######## design 1 ########
**Design 1: I/O nets highlighted**

Scale: 3 px per um.
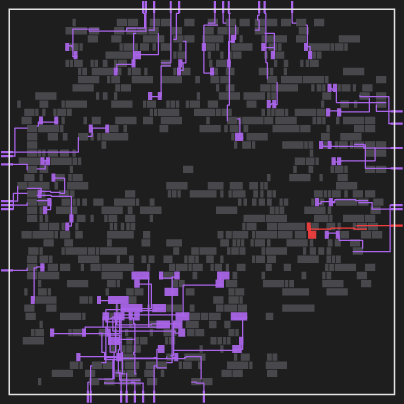

**config.mk**
```make
export PLATFORM = sky130hd
export DESIGN_NAME = fp_unpack_align
export DESIGN_NICKNAME = d
export VERILOG_FILES = /design/src/rtl/fp_unpack_align.sv
export SDC_FILE = /design/constraint.sdc
export NUM_CORES = 1
export LEC_CHECK = 0
export CORE_MARGIN = 2
export CORE_UTILIZATION = 27
export DETAILED_ROUTE_END_ITERATION = 10
export PLACE_DENSITY = 0.52
export SETUP_SLACK_MARGIN = 0.1
export SLEW_MARGIN = 30
export SYNTH_ARGS = -nofsm -noshare
export SYNTH_HDL_FRONTEND = slang
export SYNTH_SLANG_ARGS = --single-unit
```
**constraint.sdc**
```tcl
create_clock -name clk -period 5.81 [get_ports clk]
set_clock_uncertainty 0.15 [all_clocks]
set_input_delay 1.162 -clock clk [delete_from_list [all_inputs] [get_ports clk]]
set_output_delay 1.162 -clock clk [all_outputs]
set_load 0.02 [all_outputs]
```
**src/rtl/fp_unpack_align.sv**
```systemverilog
// rtl/fp_unpack_align.sv - unpack two IEEE-754 singles and align the smaller-exponent mantissa
module fp_unpack_align #(
    parameter int EXP_W  = 8,
    parameter int FRAC_W = 23,
    parameter int GRS_W  = 4
) (
    input  logic                        clk,
    input  logic                        rst_n,
    input  logic                        in_valid,
    output logic                        in_ready,
    input  logic [EXP_W+FRAC_W:0]       a_in,
    input  logic [EXP_W+FRAC_W:0]       b_in,
    output logic                        out_valid,
    input  logic                        out_ready,
    output logic [EXP_W-1:0]            exp_out,
    output logic [FRAC_W+GRS_W:0]       mantis_big,
    output logic [FRAC_W+GRS_W:0]       mantis_small,
    output logic                        sign_big,
    output logic                        sign_small,
    output logic                        swapped,
    output logic                        special
);

    localparam int WORD_W = 1 + EXP_W + FRAC_W;
    localparam int MANT_W = FRAC_W + 1 + GRS_W;
    localparam int CNT_W  = $clog2(MANT_W + 1);

    typedef enum logic [1:0] {
        ST_IDLE  = 2'd0,
        ST_ALIGN = 2'd1,
        ST_DONE  = 2'd2
    } state_t;

    state_t              state_q, state_d;
    logic [CNT_W-1:0]    count_q, count_d;
    logic [EXP_W-1:0]    exp_out_q, exp_out_d;
    logic [MANT_W-1:0]   mantis_big_q, mantis_big_d;
    logic [MANT_W-1:0]   mantis_small_q, mantis_small_d;
    logic                sign_big_q, sign_big_d;
    logic                sign_small_q, sign_small_d;
    logic                swapped_q, swapped_d;
    logic                special_q, special_d;

    logic                a_sign, b_sign;
    logic [EXP_W-1:0]    a_exp, b_exp;
    logic [FRAC_W-1:0]   a_frac, b_frac;
    logic                a_hidden, b_hidden;
    logic [EXP_W-1:0]    a_eff, b_eff;
    logic [MANT_W-1:0]   a_mant, b_mant;
    logic                b_is_big;
    logic                in_special;
    logic [EXP_W-1:0]    eff_big, eff_small, exp_diff;
    logic [CNT_W-1:0]    count_init;

    // Field extraction and alignment distance for the operands on the input bus
    always_comb begin
        a_sign   = a_in[WORD_W-1];
        b_sign   = b_in[WORD_W-1];
        a_exp    = a_in[WORD_W-2 -: EXP_W];
        b_exp    = b_in[WORD_W-2 -: EXP_W];
        a_frac   = a_in[FRAC_W-1:0];
        b_frac   = b_in[FRAC_W-1:0];
        // zero/denormal operands have no hidden bit and sit at exponent 1
        a_hidden = |a_exp;
        b_hidden = |b_exp;
        a_eff    = a_hidden ? a_exp : EXP_W'(1);
        b_eff    = b_hidden ? b_exp : EXP_W'(1);
        a_mant   = {a_hidden, a_frac, {GRS_W{1'b0}}};
        b_mant   = {b_hidden, b_frac, {GRS_W{1'b0}}};
        // equal exponents keep A as the big operand
        b_is_big   = b_eff > a_eff;
        in_special = (&a_exp) | (&b_exp);
        eff_big    = b_is_big ? b_eff : a_eff;
        eff_small  = b_is_big ? a_eff : b_eff;
        exp_diff   = eff_big - eff_small;
        // beyond MANT_W shifts everything is already in the sticky bit
        if (in_special) begin
            count_init = '0;
        end else if (exp_diff > EXP_W'(MANT_W)) begin
            count_init = CNT_W'(MANT_W);
        end else begin
            count_init = CNT_W'(exp_diff);
        end
    end

    // Next-state and datapath updates for accept, align-shift and handshake
    always_comb begin
        state_d        = state_q;
        count_d        = count_q;
        exp_out_d      = exp_out_q;
        mantis_big_d   = mantis_big_q;
        mantis_small_d = mantis_small_q;
        sign_big_d     = sign_big_q;
        sign_small_d   = sign_small_q;
        swapped_d      = swapped_q;
        special_d      = special_q;
        case (state_q)
            ST_IDLE: begin
                if (in_valid) begin
                    // special operands load a zero count, so they pass through
                    // ALIGN without shifting and keep the same one-edge latency
                    state_d        = ST_ALIGN;
                    count_d        = count_init;
                    exp_out_d      = eff_big;
                    mantis_big_d   = b_is_big ? b_mant : a_mant;
                    mantis_small_d = b_is_big ? a_mant : b_mant;
                    sign_big_d     = b_is_big ? b_sign : a_sign;
                    sign_small_d   = b_is_big ? a_sign : b_sign;
                    swapped_d      = b_is_big;
                    special_d      = in_special;
                end
            end
            ST_ALIGN: begin
                if (count_q == '0) begin
                    state_d = ST_DONE;
                end else begin
                    // bit 0 accumulates everything shifted past it
                    mantis_small_d = {1'b0, mantis_small_q[MANT_W-1:2],
                                      mantis_small_q[1] | mantis_small_q[0]};
                    count_d        = count_q - CNT_W'(1);
                end
            end
            ST_DONE: begin
                if (out_ready) begin
                    state_d = ST_IDLE;
                end
            end
            default: begin
                state_d = ST_IDLE;
            end
        endcase
    end

    // State and result registers; reset abandons any operation in flight
    always_ff @(posedge clk) begin
        if (!rst_n) begin
            state_q        <= ST_IDLE;
            count_q        <= '0;
            exp_out_q      <= '0;
            mantis_big_q   <= '0;
            mantis_small_q <= '0;
            sign_big_q     <= 1'b0;
            sign_small_q   <= 1'b0;
            swapped_q      <= 1'b0;
            special_q      <= 1'b0;
        end else begin
            state_q        <= state_d;
            count_q        <= count_d;
            exp_out_q      <= exp_out_d;
            mantis_big_q   <= mantis_big_d;
            mantis_small_q <= mantis_small_d;
            sign_big_q     <= sign_big_d;
            sign_small_q   <= sign_small_d;
            swapped_q      <= swapped_d;
            special_q      <= special_d;
        end
    end

    assign in_ready     = (state_q == ST_IDLE);
    assign out_valid    = (state_q == ST_DONE);
    assign exp_out      = exp_out_q;
    assign mantis_big   = mantis_big_q;
    assign mantis_small = mantis_small_q;
    assign sign_big     = sign_big_q;
    assign sign_small   = sign_small_q;
    assign swapped      = swapped_q;
    assign special      = special_q;

endmodule

```
######## design 2 ########
`src/rtl/sprite_draw_scheduler.sv`:
```
// Per-frame arbiter for the shared VGA pixel-write port: an erase pass, then a
// draw pass, over every enabled sprite requester in ascending index order.
module sprite_draw_scheduler #(
  parameter int NUM_REQ = 3,
  parameter int TIMEOUT = 4096,
  parameter int X_MAX   = 319,
  parameter int Y_MAX   = 239
) (
  input  logic                   clk,
  input  logic                   reset,
  input  logic                   frame_tick,
  input  logic [NUM_REQ-1:0]     req_en,
  output logic [NUM_REQ-1:0]     start,
  output logic                   erase,
  input  logic [NUM_REQ-1:0]     pix_valid,
  input  logic [NUM_REQ*9-1:0]   pix_x,
  input  logic [NUM_REQ*8-1:0]   pix_y,
  input  logic [NUM_REQ*3-1:0]   pix_colour,
  input  logic [NUM_REQ-1:0]     done,
  output logic [8:0]             x,
  output logic [7:0]             y,
  output logic [2:0]             colour,
  output logic                   plot,
  output logic                   busy,
  output logic                   overrun,
  output logic                   timeout_err
);

  localparam int IDX_W = (NUM_REQ > 1) ? $clog2(NUM_REQ) : 1;
  localparam int CNT_W = $clog2(TIMEOUT + 1);
  localparam logic [IDX_W-1:0] LAST_IDX = IDX_W'(NUM_REQ - 1);
  localparam logic [CNT_W-1:0] CNT_LAST = CNT_W'(TIMEOUT - 1);
  localparam logic [CNT_W-1:0] CNT_MAX  = CNT_W'(TIMEOUT);
  localparam logic [8:0]       X_LIM    = 9'(X_MAX);
  localparam logic [7:0]       Y_LIM    = 8'(Y_MAX);

  typedef enum logic [2:0] {
    S_IDLE       = 3'd0,
    S_SEEK       = 3'd1,
    S_START      = 3'd2,
    S_WAIT       = 3'd3,
    S_ADVANCE    = 3'd4,
    S_NEXT_PHASE = 3'd5
  } state_t;

  state_t               state_r, state_s;
  logic [IDX_W-1:0]     idx_r, idx_s;
  logic [NUM_REQ-1:0]   mask_r, mask_s;
  logic                 phase_erase_r, phase_erase_s;
  logic [CNT_W-1:0]     cnt_r, cnt_s;
  logic                 to_hit_s;

  logic [NUM_REQ-1:0]   start_r, start_s;
  logic                 erase_r, erase_s;
  logic                 busy_r, busy_s;
  logic                 plot_r, plot_s;
  logic [8:0]           x_r, x_s;
  logic [7:0]           y_r, y_s;
  logic [2:0]           colour_r, colour_s;
  logic                 overrun_r, overrun_s;
  logic                 timeout_err_r, timeout_err_s;

  logic [8:0]           sel_x_s;
  logic [7:0]           sel_y_s;
  logic [2:0]           sel_colour_s;
  logic                 fwd_s;

  // Next-state logic: walks the mask once per pass, erase pass first.
  always_comb begin
    state_s       = state_r;
    idx_s         = idx_r;
    mask_s        = mask_r;
    phase_erase_s = phase_erase_r;
    cnt_s         = cnt_r;
    to_hit_s      = 1'b0;
    case (state_r)
      S_IDLE: begin
        if (frame_tick) begin
          mask_s        = req_en;
          phase_erase_s = 1'b1;
          idx_s         = {IDX_W{1'b0}};
          state_s       = S_SEEK;
        end else begin
          state_s = S_IDLE;
        end
      end
      S_SEEK: begin
        if (mask_r[idx_r]) begin
          state_s = S_START;
        end else if (idx_r == LAST_IDX) begin
          state_s = S_NEXT_PHASE;
        end else begin
          idx_s   = idx_r + IDX_W'(1);
          state_s = S_SEEK;
        end
      end
      S_START: begin
        cnt_s   = {CNT_W{1'b0}};
        state_s = S_WAIT;
      end
      S_WAIT: begin
        if (done[idx_r]) begin
          state_s = S_ADVANCE;
        end else if (cnt_r == CNT_LAST) begin
          to_hit_s = 1'b1;
          state_s  = S_ADVANCE;
        end else begin
          // Saturating: the counter must never wrap back into range.
          cnt_s   = (cnt_r == CNT_MAX) ? cnt_r : cnt_r + CNT_W'(1);
          state_s = S_WAIT;
        end
      end
      S_ADVANCE: begin
        if (idx_r == LAST_IDX) begin
          state_s = S_NEXT_PHASE;
        end else begin
          idx_s   = idx_r + IDX_W'(1);
          state_s = S_SEEK;
        end
      end
      S_NEXT_PHASE: begin
        if (phase_erase_r) begin
          phase_erase_s = 1'b0;
          idx_s         = {IDX_W{1'b0}};
          state_s       = S_SEEK;
        end else begin
          state_s = S_IDLE;
        end
      end
      default: begin
        state_s = S_IDLE;
      end
    endcase
  end

  // Output logic: controls follow the next state so the registered versions line up with it.
  always_comb begin
    start_s = {NUM_REQ{1'b0}};
    if (state_s == S_START) begin
      start_s[idx_s] = 1'b1;
    end else begin
      start_s = {NUM_REQ{1'b0}};
    end
    busy_s  = (state_s != S_IDLE);
    erase_s = phase_erase_s & busy_s;

    sel_x_s      = pix_x[int'(idx_r) * 9 +: 9];
    sel_y_s      = pix_y[int'(idx_r) * 8 +: 8];
    sel_colour_s = pix_colour[int'(idx_r) * 3 +: 3];
    fwd_s        = (state_r == S_WAIT) && pix_valid[idx_r] &&
                   (sel_x_s <= X_LIM) && (sel_y_s <= Y_LIM);

    plot_s = fwd_s;
    if (fwd_s) begin
      x_s      = sel_x_s;
      y_s      = sel_y_s;
      colour_s = sel_colour_s;
    end else begin
      x_s      = x_r;
      y_s      = y_r;
      colour_s = colour_r;
    end

    // A tick on the return-to-IDLE cycle still sees state_r busy and is dropped.
    overrun_s     = overrun_r | (frame_tick & (state_r != S_IDLE));
    timeout_err_s = timeout_err_r | to_hit_s;
  end

  // State and output registers with synchronous active-low reset.
  always_ff @(posedge clk) begin
    if (!reset) begin
      state_r       <= S_IDLE;
      idx_r         <= {IDX_W{1'b0}};
      mask_r        <= {NUM_REQ{1'b0}};
      phase_erase_r <= 1'b0;
      cnt_r         <= {CNT_W{1'b0}};
      start_r       <= {NUM_REQ{1'b0}};
      erase_r       <= 1'b0;
      busy_r        <= 1'b0;
      plot_r        <= 1'b0;
      x_r           <= 9'd0;
      y_r           <= 8'd0;
      colour_r      <= 3'd0;
      overrun_r     <= 1'b0;
      timeout_err_r <= 1'b0;
    end else begin
      state_r       <= state_s;
      idx_r         <= idx_s;
      mask_r        <= mask_s;
      phase_erase_r <= phase_erase_s;
      cnt_r         <= cnt_s;
      start_r       <= start_s;
      erase_r       <= erase_s;
      busy_r        <= busy_s;
      plot_r        <= plot_s;
      x_r           <= x_s;
      y_r           <= y_s;
      colour_r      <= colour_s;
      overrun_r     <= overrun_s;
      timeout_err_r <= timeout_err_s;
    end
  end

  assign start       = start_r;
  assign erase       = erase_r;
  assign busy        = busy_r;
  assign plot        = plot_r;
  assign x           = x_r;
  assign y           = y_r;
  assign colour      = colour_r;
  assign overrun     = overrun_r;
  assign timeout_err = timeout_err_r;

endmodule

```
`config.mk`:
```
export PLATFORM = sky130hd
export DESIGN_NAME = sprite_draw_scheduler
export DESIGN_NICKNAME = d
export VERILOG_FILES = /design/src/rtl/sprite_draw_scheduler.sv
export SDC_FILE = /design/constraint.sdc
export NUM_CORES = 1
export LEC_CHECK = 0
export ABC_CLOCK_PERIOD_IN_PS = 3300
export CAP_MARGIN = 40
export CORE_ASPECT_RATIO = 2
export CORE_UTILIZATION = 50
export DETAILED_ROUTE_END_ITERATION = 16
export GPL_ROUTABILITY_DRIVEN = 1
export MAX_ROUTING_LAYER = met4
export PLACE_DENSITY_LB_ADDON = 0.2
export RECOVER_POWER = 50
export SETUP_SLACK_MARGIN = 0.15
export SLEW_MARGIN = 25
export SYNTH_ARGS = -nofsm -noshare
export SYNTH_HDL_FRONTEND = slang
export SYNTH_SLANG_ARGS = --single-unit
```
`constraint.sdc`:
```
create_clock -name clk -period 3.3 [get_ports clk]
set_input_delay 0.66 -clock clk [delete_from_list [all_inputs] [get_ports clk]]
set_output_delay 0.66 -clock clk [all_outputs]
set_load 0.005 [all_outputs]
```
######## design 3 ########
<file path="config.mk">
export PLATFORM = sky130hd
export DESIGN_NAME = usb_tx_serializer
export DESIGN_NICKNAME = d
export VERILOG_FILES = /design/src/rtl/usb_tx_serializer.sv
export SDC_FILE = /design/constraint.sdc
export NUM_CORES = 1
export LEC_CHECK = 0
export CAP_MARGIN = 20
export CORE_AREA = 3 3 67 50
export DETAILED_ROUTE_END_ITERATION = 10
export DIE_AREA = 0 0 70 53
export PLACE_DENSITY_LB_ADDON = 0.3
export SLEW_MARGIN = 10
export SYNTH_ARGS = -nofsm -noshare
export SYNTH_HDL_FRONTEND = slang
export SYNTH_SLANG_ARGS = --single-unit
</file>
<file path="constraint.sdc">
create_clock -name useClk -period 3.6 [get_ports useClk]
set_input_delay 0.36 -clock useClk [delete_from_list [all_inputs] [get_ports useClk]]
set_output_delay 0.36 -clock useClk [all_outputs]
set_load 0.1 [all_outputs]
</file>
<file path="src/rtl/usb_tx_serializer.sv">
// Purpose: prepends SYNC, shifts packet bytes out LSB-first with USB bit stuffing, closes with EOP.
// Latency: first SYNC bit on the strobe that sees txValid in IDLE; first byte taken on the 9th strobe.
// Backpressure: txReady only on DATA strobes needing a byte with no stuff bit due; other bytes are held.
module usb_tx_serializer #(
  parameter logic [7:0] SYNC_PATTERN = 8'h80,
  parameter int         STUFF_LIMIT  = 6,
  parameter int         EOP_BITS     = 3
) (
  input  logic       useClk,
  input  logic       reset,
  input  logic       checkData,
  input  logic       txValid,
  input  logic [7:0] txData,
  input  logic       txLast,
  output logic       txReady,
  output logic       bitOut,
  output logic       OE,
  output logic       callEop,
  output logic       underrun
);

  localparam int ONES_W = $clog2(STUFF_LIMIT + 1);
  localparam int EOP_W  = $clog2(EOP_BITS + 1);
  localparam logic [ONES_W-1:0] ONES_MAX = ONES_W'(STUFF_LIMIT);
  localparam logic [EOP_W-1:0]  EOP_MAX  = EOP_W'(EOP_BITS);

  typedef enum logic [1:0] {IDLE, SYNC, DATA, EOP} stateT;

  stateT             state;
  logic [ONES_W-1:0] onesCnt;
  logic [2:0]        bitIdx;
  logic [7:0]        shiftReg;
  logic              isLast;
  logic              needByte;
  logic              lastPending;   // last byte fully sent, only a stuff bit remains before EOP
  logic [EOP_W-1:0]  eopCnt;

  logic              stuffDue;
  logic              curBit;
  logic [ONES_W-1:0] onesNext;

  // Run-length of emitted ones after emitting bit b.
  function automatic logic [ONES_W-1:0] bumpOnes(input logic [ONES_W-1:0] cnt, input logic b);
    return b ? cnt + ONES_W'(1) : '0;
  endfunction

  assign stuffDue = (onesCnt == ONES_MAX);
  assign curBit   = shiftReg[bitIdx];
  assign onesNext = bumpOnes(onesCnt, curBit);
  assign txReady  = checkData & txValid & needByte & ~stuffDue & (state == DATA);

  // Packet sequencer: SYNC, stuffed data bits, EOP; advances only on bit-time strobes.
  always_ff @(posedge useClk) begin
    underrun <= 1'b0;
    if (reset) begin
      state       <= IDLE;
      bitOut      <= 1'b0;
      OE          <= 1'b0;
      callEop     <= 1'b0;
      underrun    <= 1'b0;
      onesCnt     <= '0;
      bitIdx      <= '0;
      shiftReg    <= '0;
      isLast      <= 1'b0;
      needByte    <= 1'b0;
      lastPending <= 1'b0;
      eopCnt      <= '0;
    end else if (checkData) begin
      case (state)
        IDLE: begin
          callEop <= 1'b0;
          if (txValid) begin
            state   <= SYNC;
            OE      <= 1'b1;
            bitOut  <= SYNC_PATTERN[0];
            onesCnt <= bumpOnes(onesCnt, SYNC_PATTERN[0]);
            bitIdx  <= 3'd1;
          end
        end
        SYNC: begin
          bitOut  <= SYNC_PATTERN[bitIdx];
          onesCnt <= bumpOnes(onesCnt, SYNC_PATTERN[bitIdx]);
          bitIdx  <= bitIdx + 3'd1;
          if (bitIdx == 3'd7) begin
            needByte <= 1'b1;
            state    <= DATA;
          end
        end
        DATA: begin
          if (stuffDue) begin
            // Stuff bit: shift register and index hold.
            bitOut  <= 1'b0;
            onesCnt <= '0;
            if (lastPending) begin
              lastPending <= 1'b0;
              eopCnt      <= '0;
              state       <= EOP;
            end
          end else if (needByte) begin
            if (txValid) begin
              shiftReg <= txData;
              bitOut   <= txData[0];
              onesCnt  <= bumpOnes(onesCnt, txData[0]);
              isLast   <= txLast;
              needByte <= 1'b0;
              bitIdx   <= 3'd1;
            end else begin
              // Starved mid-packet: abort straight into EOP, this strobe counts as its first bit.
              underrun <= 1'b1;
              callEop  <= 1'b1;
              bitOut   <= 1'b0;
              needByte <= 1'b0;
              eopCnt   <= EOP_W'(1);
              state    <= EOP;
            end
          end else begin
            bitOut  <= curBit;
            onesCnt <= onesNext;
            bitIdx  <= bitIdx + 3'd1;
            if (bitIdx == 3'd7) begin
              if (!isLast) begin
                needByte <= 1'b1;
              end else if (onesNext == ONES_MAX) begin
                lastPending <= 1'b1;
              end else begin
                eopCnt <= '0;
                state  <= EOP;
              end
            end
          end
        end
        EOP: begin
          if (eopCnt < EOP_MAX) begin
            callEop <= 1'b1;
            bitOut  <= 1'b0;
            eopCnt  <= eopCnt + EOP_W'(1);
          end else begin
            OE      <= 1'b0;
            callEop <= 1'b0;
            onesCnt <= '0;
            bitIdx  <= '0;
            eopCnt  <= '0;
            state   <= IDLE;
          end
        end
        default: state <= IDLE;
      endcase
    end
  end

endmodule

</file>
**Design 2: I/O nets highlighted**

Scale: 4 px per um.
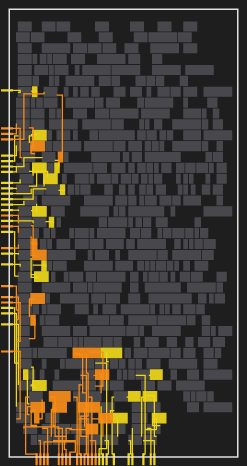
pix_x -> yellow  # bits 27, direction input, edge 18 left, 9 bottom, end cells 18, buffers 27, wire 342 um
pix_y -> orange  # bits 24, direction input, edge 14 bottom, 10 left, end cells 16, buffers 24, wire 435 um

==> results.py, design 2 <==
# Metrics from the implementation run
metrics = {
    "pwr": {
        "switching_share": 0.256,
        "vdd.ir_drop.worst_v": 0.000231,
        "p_int_mw": 1.13,
        "p_sw_mw": 0.390,
        "p_seq_mw": 0.625,
    },
    "layout": {
        "final_cell_area_um2": 4150,
        "fillCellCount": 468,
        "largest_cell_class": "combinational gates",
        "buffers": 108,
        "syn_to_final_growth_pct": 38.2,
    },
    "timing": {
        "fin_crit_ns": 2.39,
        "slew_viol_final": 0,
    },
    "setup_path": {
        "reg2reg_to": "cnt_r[6]",
        "setup.worst_path.class": "register to register",
        "r2r_slack_ns": 0.91,
        "crit_end": "cnt_r[6]",
    },
    "clocking": {
        "htreeDepth": 2,
        "cts_buffer_depth": 2,
        "clkLatencyLatePin_ns": 0.29,
    },
    "placed_design": {
        "pre_cts_ws_ns": 0.766,
    },
    "drt": {
        "dr.first_iter.drc_count": 140,
    },
    "synthesis": {
        "ys_seq_frac": 0.334,
        "top_cell_area_share": 0.334,
        "syn-cell-area_um2": 3000,
        "yosys_warnings": 0,
        "syn_avg_cell_area_um2": 8.45,
    },
    "floorplan": {
        "placementRows": 39,
    },
    "outcome": {
        "status": "finished clean",
    },
}
## design 2: worst max-delay path, cell delays in order, from the launching register on
cell and delay (ns):
dfxtp_1 0.61, buf_4 0.27, mux2i_1 0.25, o2bb2ai_2 0.14, o21a_1 0.38, or4_1 0.53, a21oi_1 0.15
## design 2: state kept, by name, indices dropped and copies added, names as in the netlist, 2 cells and up
name and count:
colour 3, y 8, state_r 3, idx_r 2, cnt_r 13, x 9
mask_r 3, start 3
## design 2: layer usage
metal	vias up	share of wire	GRT usage
met5	-	0	-
met4	0	0.025	0.119
met3	17	0.032	0.0337
met2	86	0.61	0.558
met1	1384	0.34	0.255
li1	1462	-	-
## design 2: synthesized netlist by cell type (6+ instances only)
library cell	number
nand2_1	68
dfxtp_1	50
mux2i_1	44
o21ai_0	23
a21oi_1	19
clkbuf_1	12
inv_1	10
nor2b_1	9
nor2_1	8
and2_1	7
o31ai_1	6
## design 2: cell families (layout without fill, tap and decap cells)
group	Yosys count	count (layout)	synth area share
and+or+nand+nor	137	137	0.242
muxes	45	45	0.151
AOI/OAI and AO/OA	85	85	0.193
DFF	50	50	0.334
adders and majority gates	4	4	0.0167
buffers and inverters	34	126	0.0646
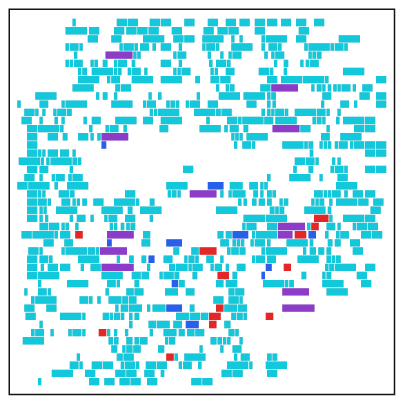
**Above:** design 1 (cell sizes after repair).
Scale: 3 px per um.
x3 and x4 -> red  # cells 13, most used buf_4
x2 -> blue  # cells 12, most used a221oi_2
x6 and larger -> purple  # cells 12, most used clkbuf_16
x1 and smaller -> cyan  # cells 652, most used nand2_1

**Design 1: signal wires on met1**

Scale: 4 px per um. Supply wires on this layer in gray.
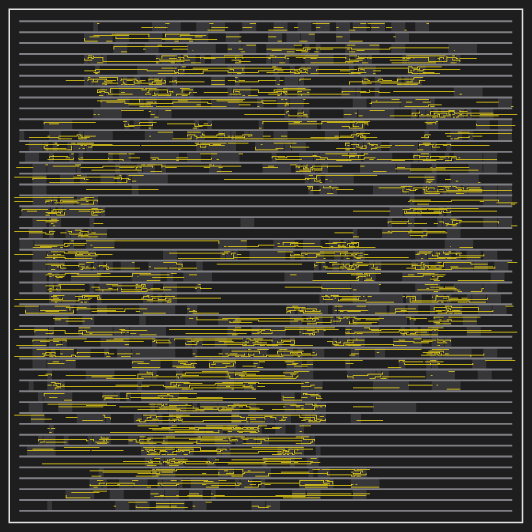
wire length on this layer = 6610 um
share of all routed wire = 47%
longest straight run = 52.9 um
main direction = horizontal
nets with wire on the layer = 676

Notes on 'I/O nets highlighted' of design 1 above:
b_in -> purple  # bits 32, direction input, edge 11 top, 8 bottom, 7 left, 6 right, end cells 85, buffers 34, wire 1380 um
in_valid -> red  # bits 1, direction input, edge right, end cells 2, buffers 1, wire 34.5 um

==> results.py, design 1 <==
# Metrics from the implementation run
metrics = {
    "synthesis": {
        "netlist.top_cell.by_instances": "nand2_1",
        "ys_sh_simple": 0.300,
        "ys_cells": 581,
        "synth_area_leader_cell": "dfxtp_1",
        "syn_avg_cell_area_um2": 7.14,
        "synth-compound-area-share": 0.244,
        "synthArstFlopShare": 0,
    },
    "clocking": {
        "clkLatencyLatePin_ns": 0.33,
        "ctsHoldBuffers": 0,
        "path_clk_slew_ns": 0.06,
    },
    "placed_design": {
        "gp_congestion": 0.831,
        "placed_cell_area_um2": 5590,
    },
    "worst_hold_path": {
        "holdPathStages": 2,
        "min_from": "swapped",
    },
    "drt": {
        "highest_layer": "met4",
        "dr.first_iter.drc_count": 223,
    },
    "global_route": {
        "use_met3": 0.0417,
        "gr-usage-met1": 0.230,
    },
    "layout": {
        "syn_to_final_growth_pct": 42.4,
        "drive_above_1_share": 0.0537,
        "nNetsFinal": 763,
        "buffer_area_frac": 0.235,
    },
    "timing": {
        "worst-slew-pin-transition_ns": 0.837,
    },
    "setup_path": {
        "start_kind": "input pin",
        "r2r_slack_ns": 3.01,
        "reg2reg_depth": 7,
        "crit_end": "count_q[1]",
        "path_cells": "clkdlybuf4s50_1, or4_1, o21bai_1, ha_1, and3b_1, o211ai_1, o211a_1, nor2_4, mux2i_1, ha_1, and2_1, o41a_1, o21bai_1, a31oi_1, nor3_4, nand4_1, a221oi_2",
        "slowest_delay_ns": 0.58,
    },
    "outcome": {
        "status": "finished clean",
    },
    "floorplan": {
        "initial_core_util": 0.275,
        "die-area_um2": 16400,
    },
}
-- design 1: worst max-delay path, delay by kind of cell --
kind / cells / cell delay (ns)
multiplexers: 1 / 0.13
AND/OR/NAND/NOR: 6 / 1.43
buffers and inverters: 1 / 0.52
AND-OR/OR-AND: 7 / 1.70
adder cells (fa/ha/maj): 2 / 0.42
-- design 1: power groups by stage --
| stage | combinational [mW] | clock (mW) | sequential (mW) |
|---|---|---|---|
| finish | 0.798 | 0.601 | 0.633 |
| global route | 0.881 | 0.645 | 0.646 |
| CTS | 0.805 | 0.619 | 0.634 |
| detailed placement | 0.802 | 0 | 0.643 |
| global placement | 0.795 | 0 | 0.641 |
| floorplan | 0.407 | 0 | 0.721 |
-- design 1: cell usage in the layout (no fill, tap or decap), types with 4 or more instances in the layout --
master,Yosys,layout
nor3_1,7,7
nand3_1,9,9
a211oi_1,5,5
o21ai_0,7,7
ha_1,10,10
clkbuf_16,0,9
a21oi_1,33,33
a32o_1,4,4
nand2b_1,6,5
nand2_1,139,138
buf_4,4,8
conb_1,1,4
clkdlybuf4s50_1,0,133
nand4_1,6,6
a311oi_1,57,57
dfxtp_1,71,71
inv_1,13,12
and2_1,5,4
nor2_1,106,104
**Design 3: placement density heat map**

Scale: 6 px per um. 7 x 5 tiles, from dark blue (low) to red (high), 0 to 100% covered.
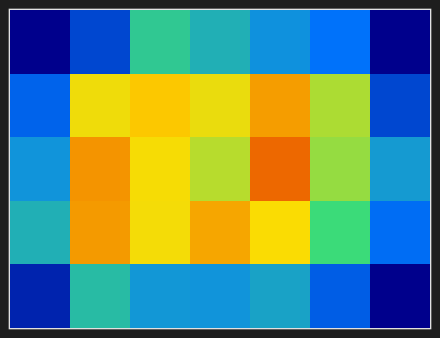
tiles over 75% full = 17%
mean over tiles = 45%
nearly empty tiles = 8.6%
densest ninth of the die = center

==> results.py, design 3 <==
# Metrics from the implementation run
metrics = {
    "worst_hold_path": {
        "hold_class": "register to register",
        "min_from": "eopCnt[1]",
        "whs_endpoint": "eopCnt[1]",
    },
    "setup_path": {
        "critPathLaunch": "state[0]",
        "endpoint_kind": "primary output",
    },
    "floorplan": {
        "initial_core_util": 0.542,
        "tap_cells": 36,
        "placementRows": 16,
        "die_h_um": 53,
    },
    "drt": {
        "drc": 0,
        "dr.first_iter.drc_count": 107,
        "routedWlPerCell_um": 15.4,
        "drtAntennaViolNets": 0,
    },
    "clocking": {
        "ctsHoldBuffers": 0,
        "cts_root_buf": "clkbuf_8",
        "cts_tree": "done",
        "cts_buffers": 3,
    },
    "timing": {
        "final_hold_viol_count": 0,
        "fin_setup_tns_ns": 0,
        "fin_skew_ns": 0.00579,
    },
    "pwr": {
        "vdd.ir_drop.worst_v": 0.000250,
        "powerDensity_nw_per_um2": 361,
        "switching_share": 0.291,
        "pwr-share-comb": 0.200,
        "pwr-share-clk": 0.309,
    },
    "placed_design": {
        "place_hpwl_mm": 2.59,
        "io_buffers": 17,
    },
    "synthesis": {
        "area_leaders": "dfxtp_1, mux2i_1, ha_1",
        "ys_ff": 26,
        "syn_avg_cell_area_um2": 8.75,
        "synth_area_leader_cell": "dfxtp_1",
    },
    "outcome": {
        "status": "finished clean",
    },
    "layout": {
        "final_cell_area_um2": 1730,
        "sh_comb_area": 0.513,
        "syn_to_final_growth_pct": 15.5,
        "drive_above_1_share": 0.0703,
        "n_antenna_cell": 0,
    },
    "flow_run": {
        "warnings": 30,
    },
}
-- design 3: flip-flops by register name, indices dropped and copies added, names as in the netlist, named ones only --
register,cells
shiftReg,8
bitIdx,3
onesCnt,3
eopCnt,2
state,2
OE,1
bitOut,1
callEop,1
isLast,1
lastPending,1
needByte,1
underrun,1
-- design 3: layer usage --
layer,up-vias,track usage,share of wire
li1,636,-,-
met1,604,0.261,0.48
met2,39,0.320,0.45
met3,4,0.0512,0.061
met4,0,0.0541,0.0068
met5,-,0,0
-- design 3: kinds of logic (layout without fill, tap and decap cells) --
group	after synthesis	in the layout	synth area share
xor+xnor	1	1	0.00585
simple gates	58	58	0.194
fa+ha+maj	9	9	0.0753
compound gates	39	39	0.200
mux	17	17	0.118
buf+inv	21	35	0.0594
flops	26	26	0.348
-- design 3: stage by stage --
step | std cells | total power [mW]
2_1_floorplan | 171 | 0.402
3_3_place_gp | 217 | 0.432
3_5_place_dp | 217 | 0.436
4_1_cts | 221 | 0.625
5_1_grt | 221 | 0.651
6_report | 221 | 0.624
-- design 3: worst max-delay path, stage by stage, from the launching register on --
cell,delay (ns)
dfxtp_1,0.34
inv_1,0.10
ha_1,0.45
and3_1,0.31
nand3_1,0.47
inv_1,0.16
buf_4,0.31


==> gallery <==
Cell placement.
picture 1
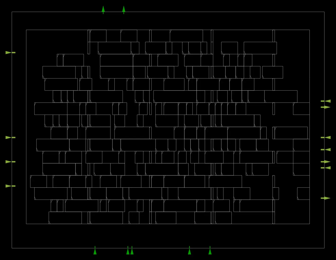
picture 2
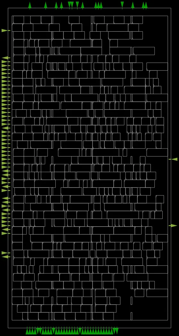
picture 3
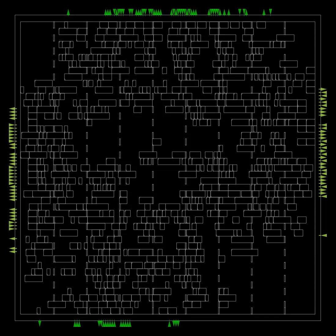
- picture 1 = design 3
- picture 2 = design 2
- picture 3 = design 1

No activity file was given, so power comes from the tool's default toggle rates.
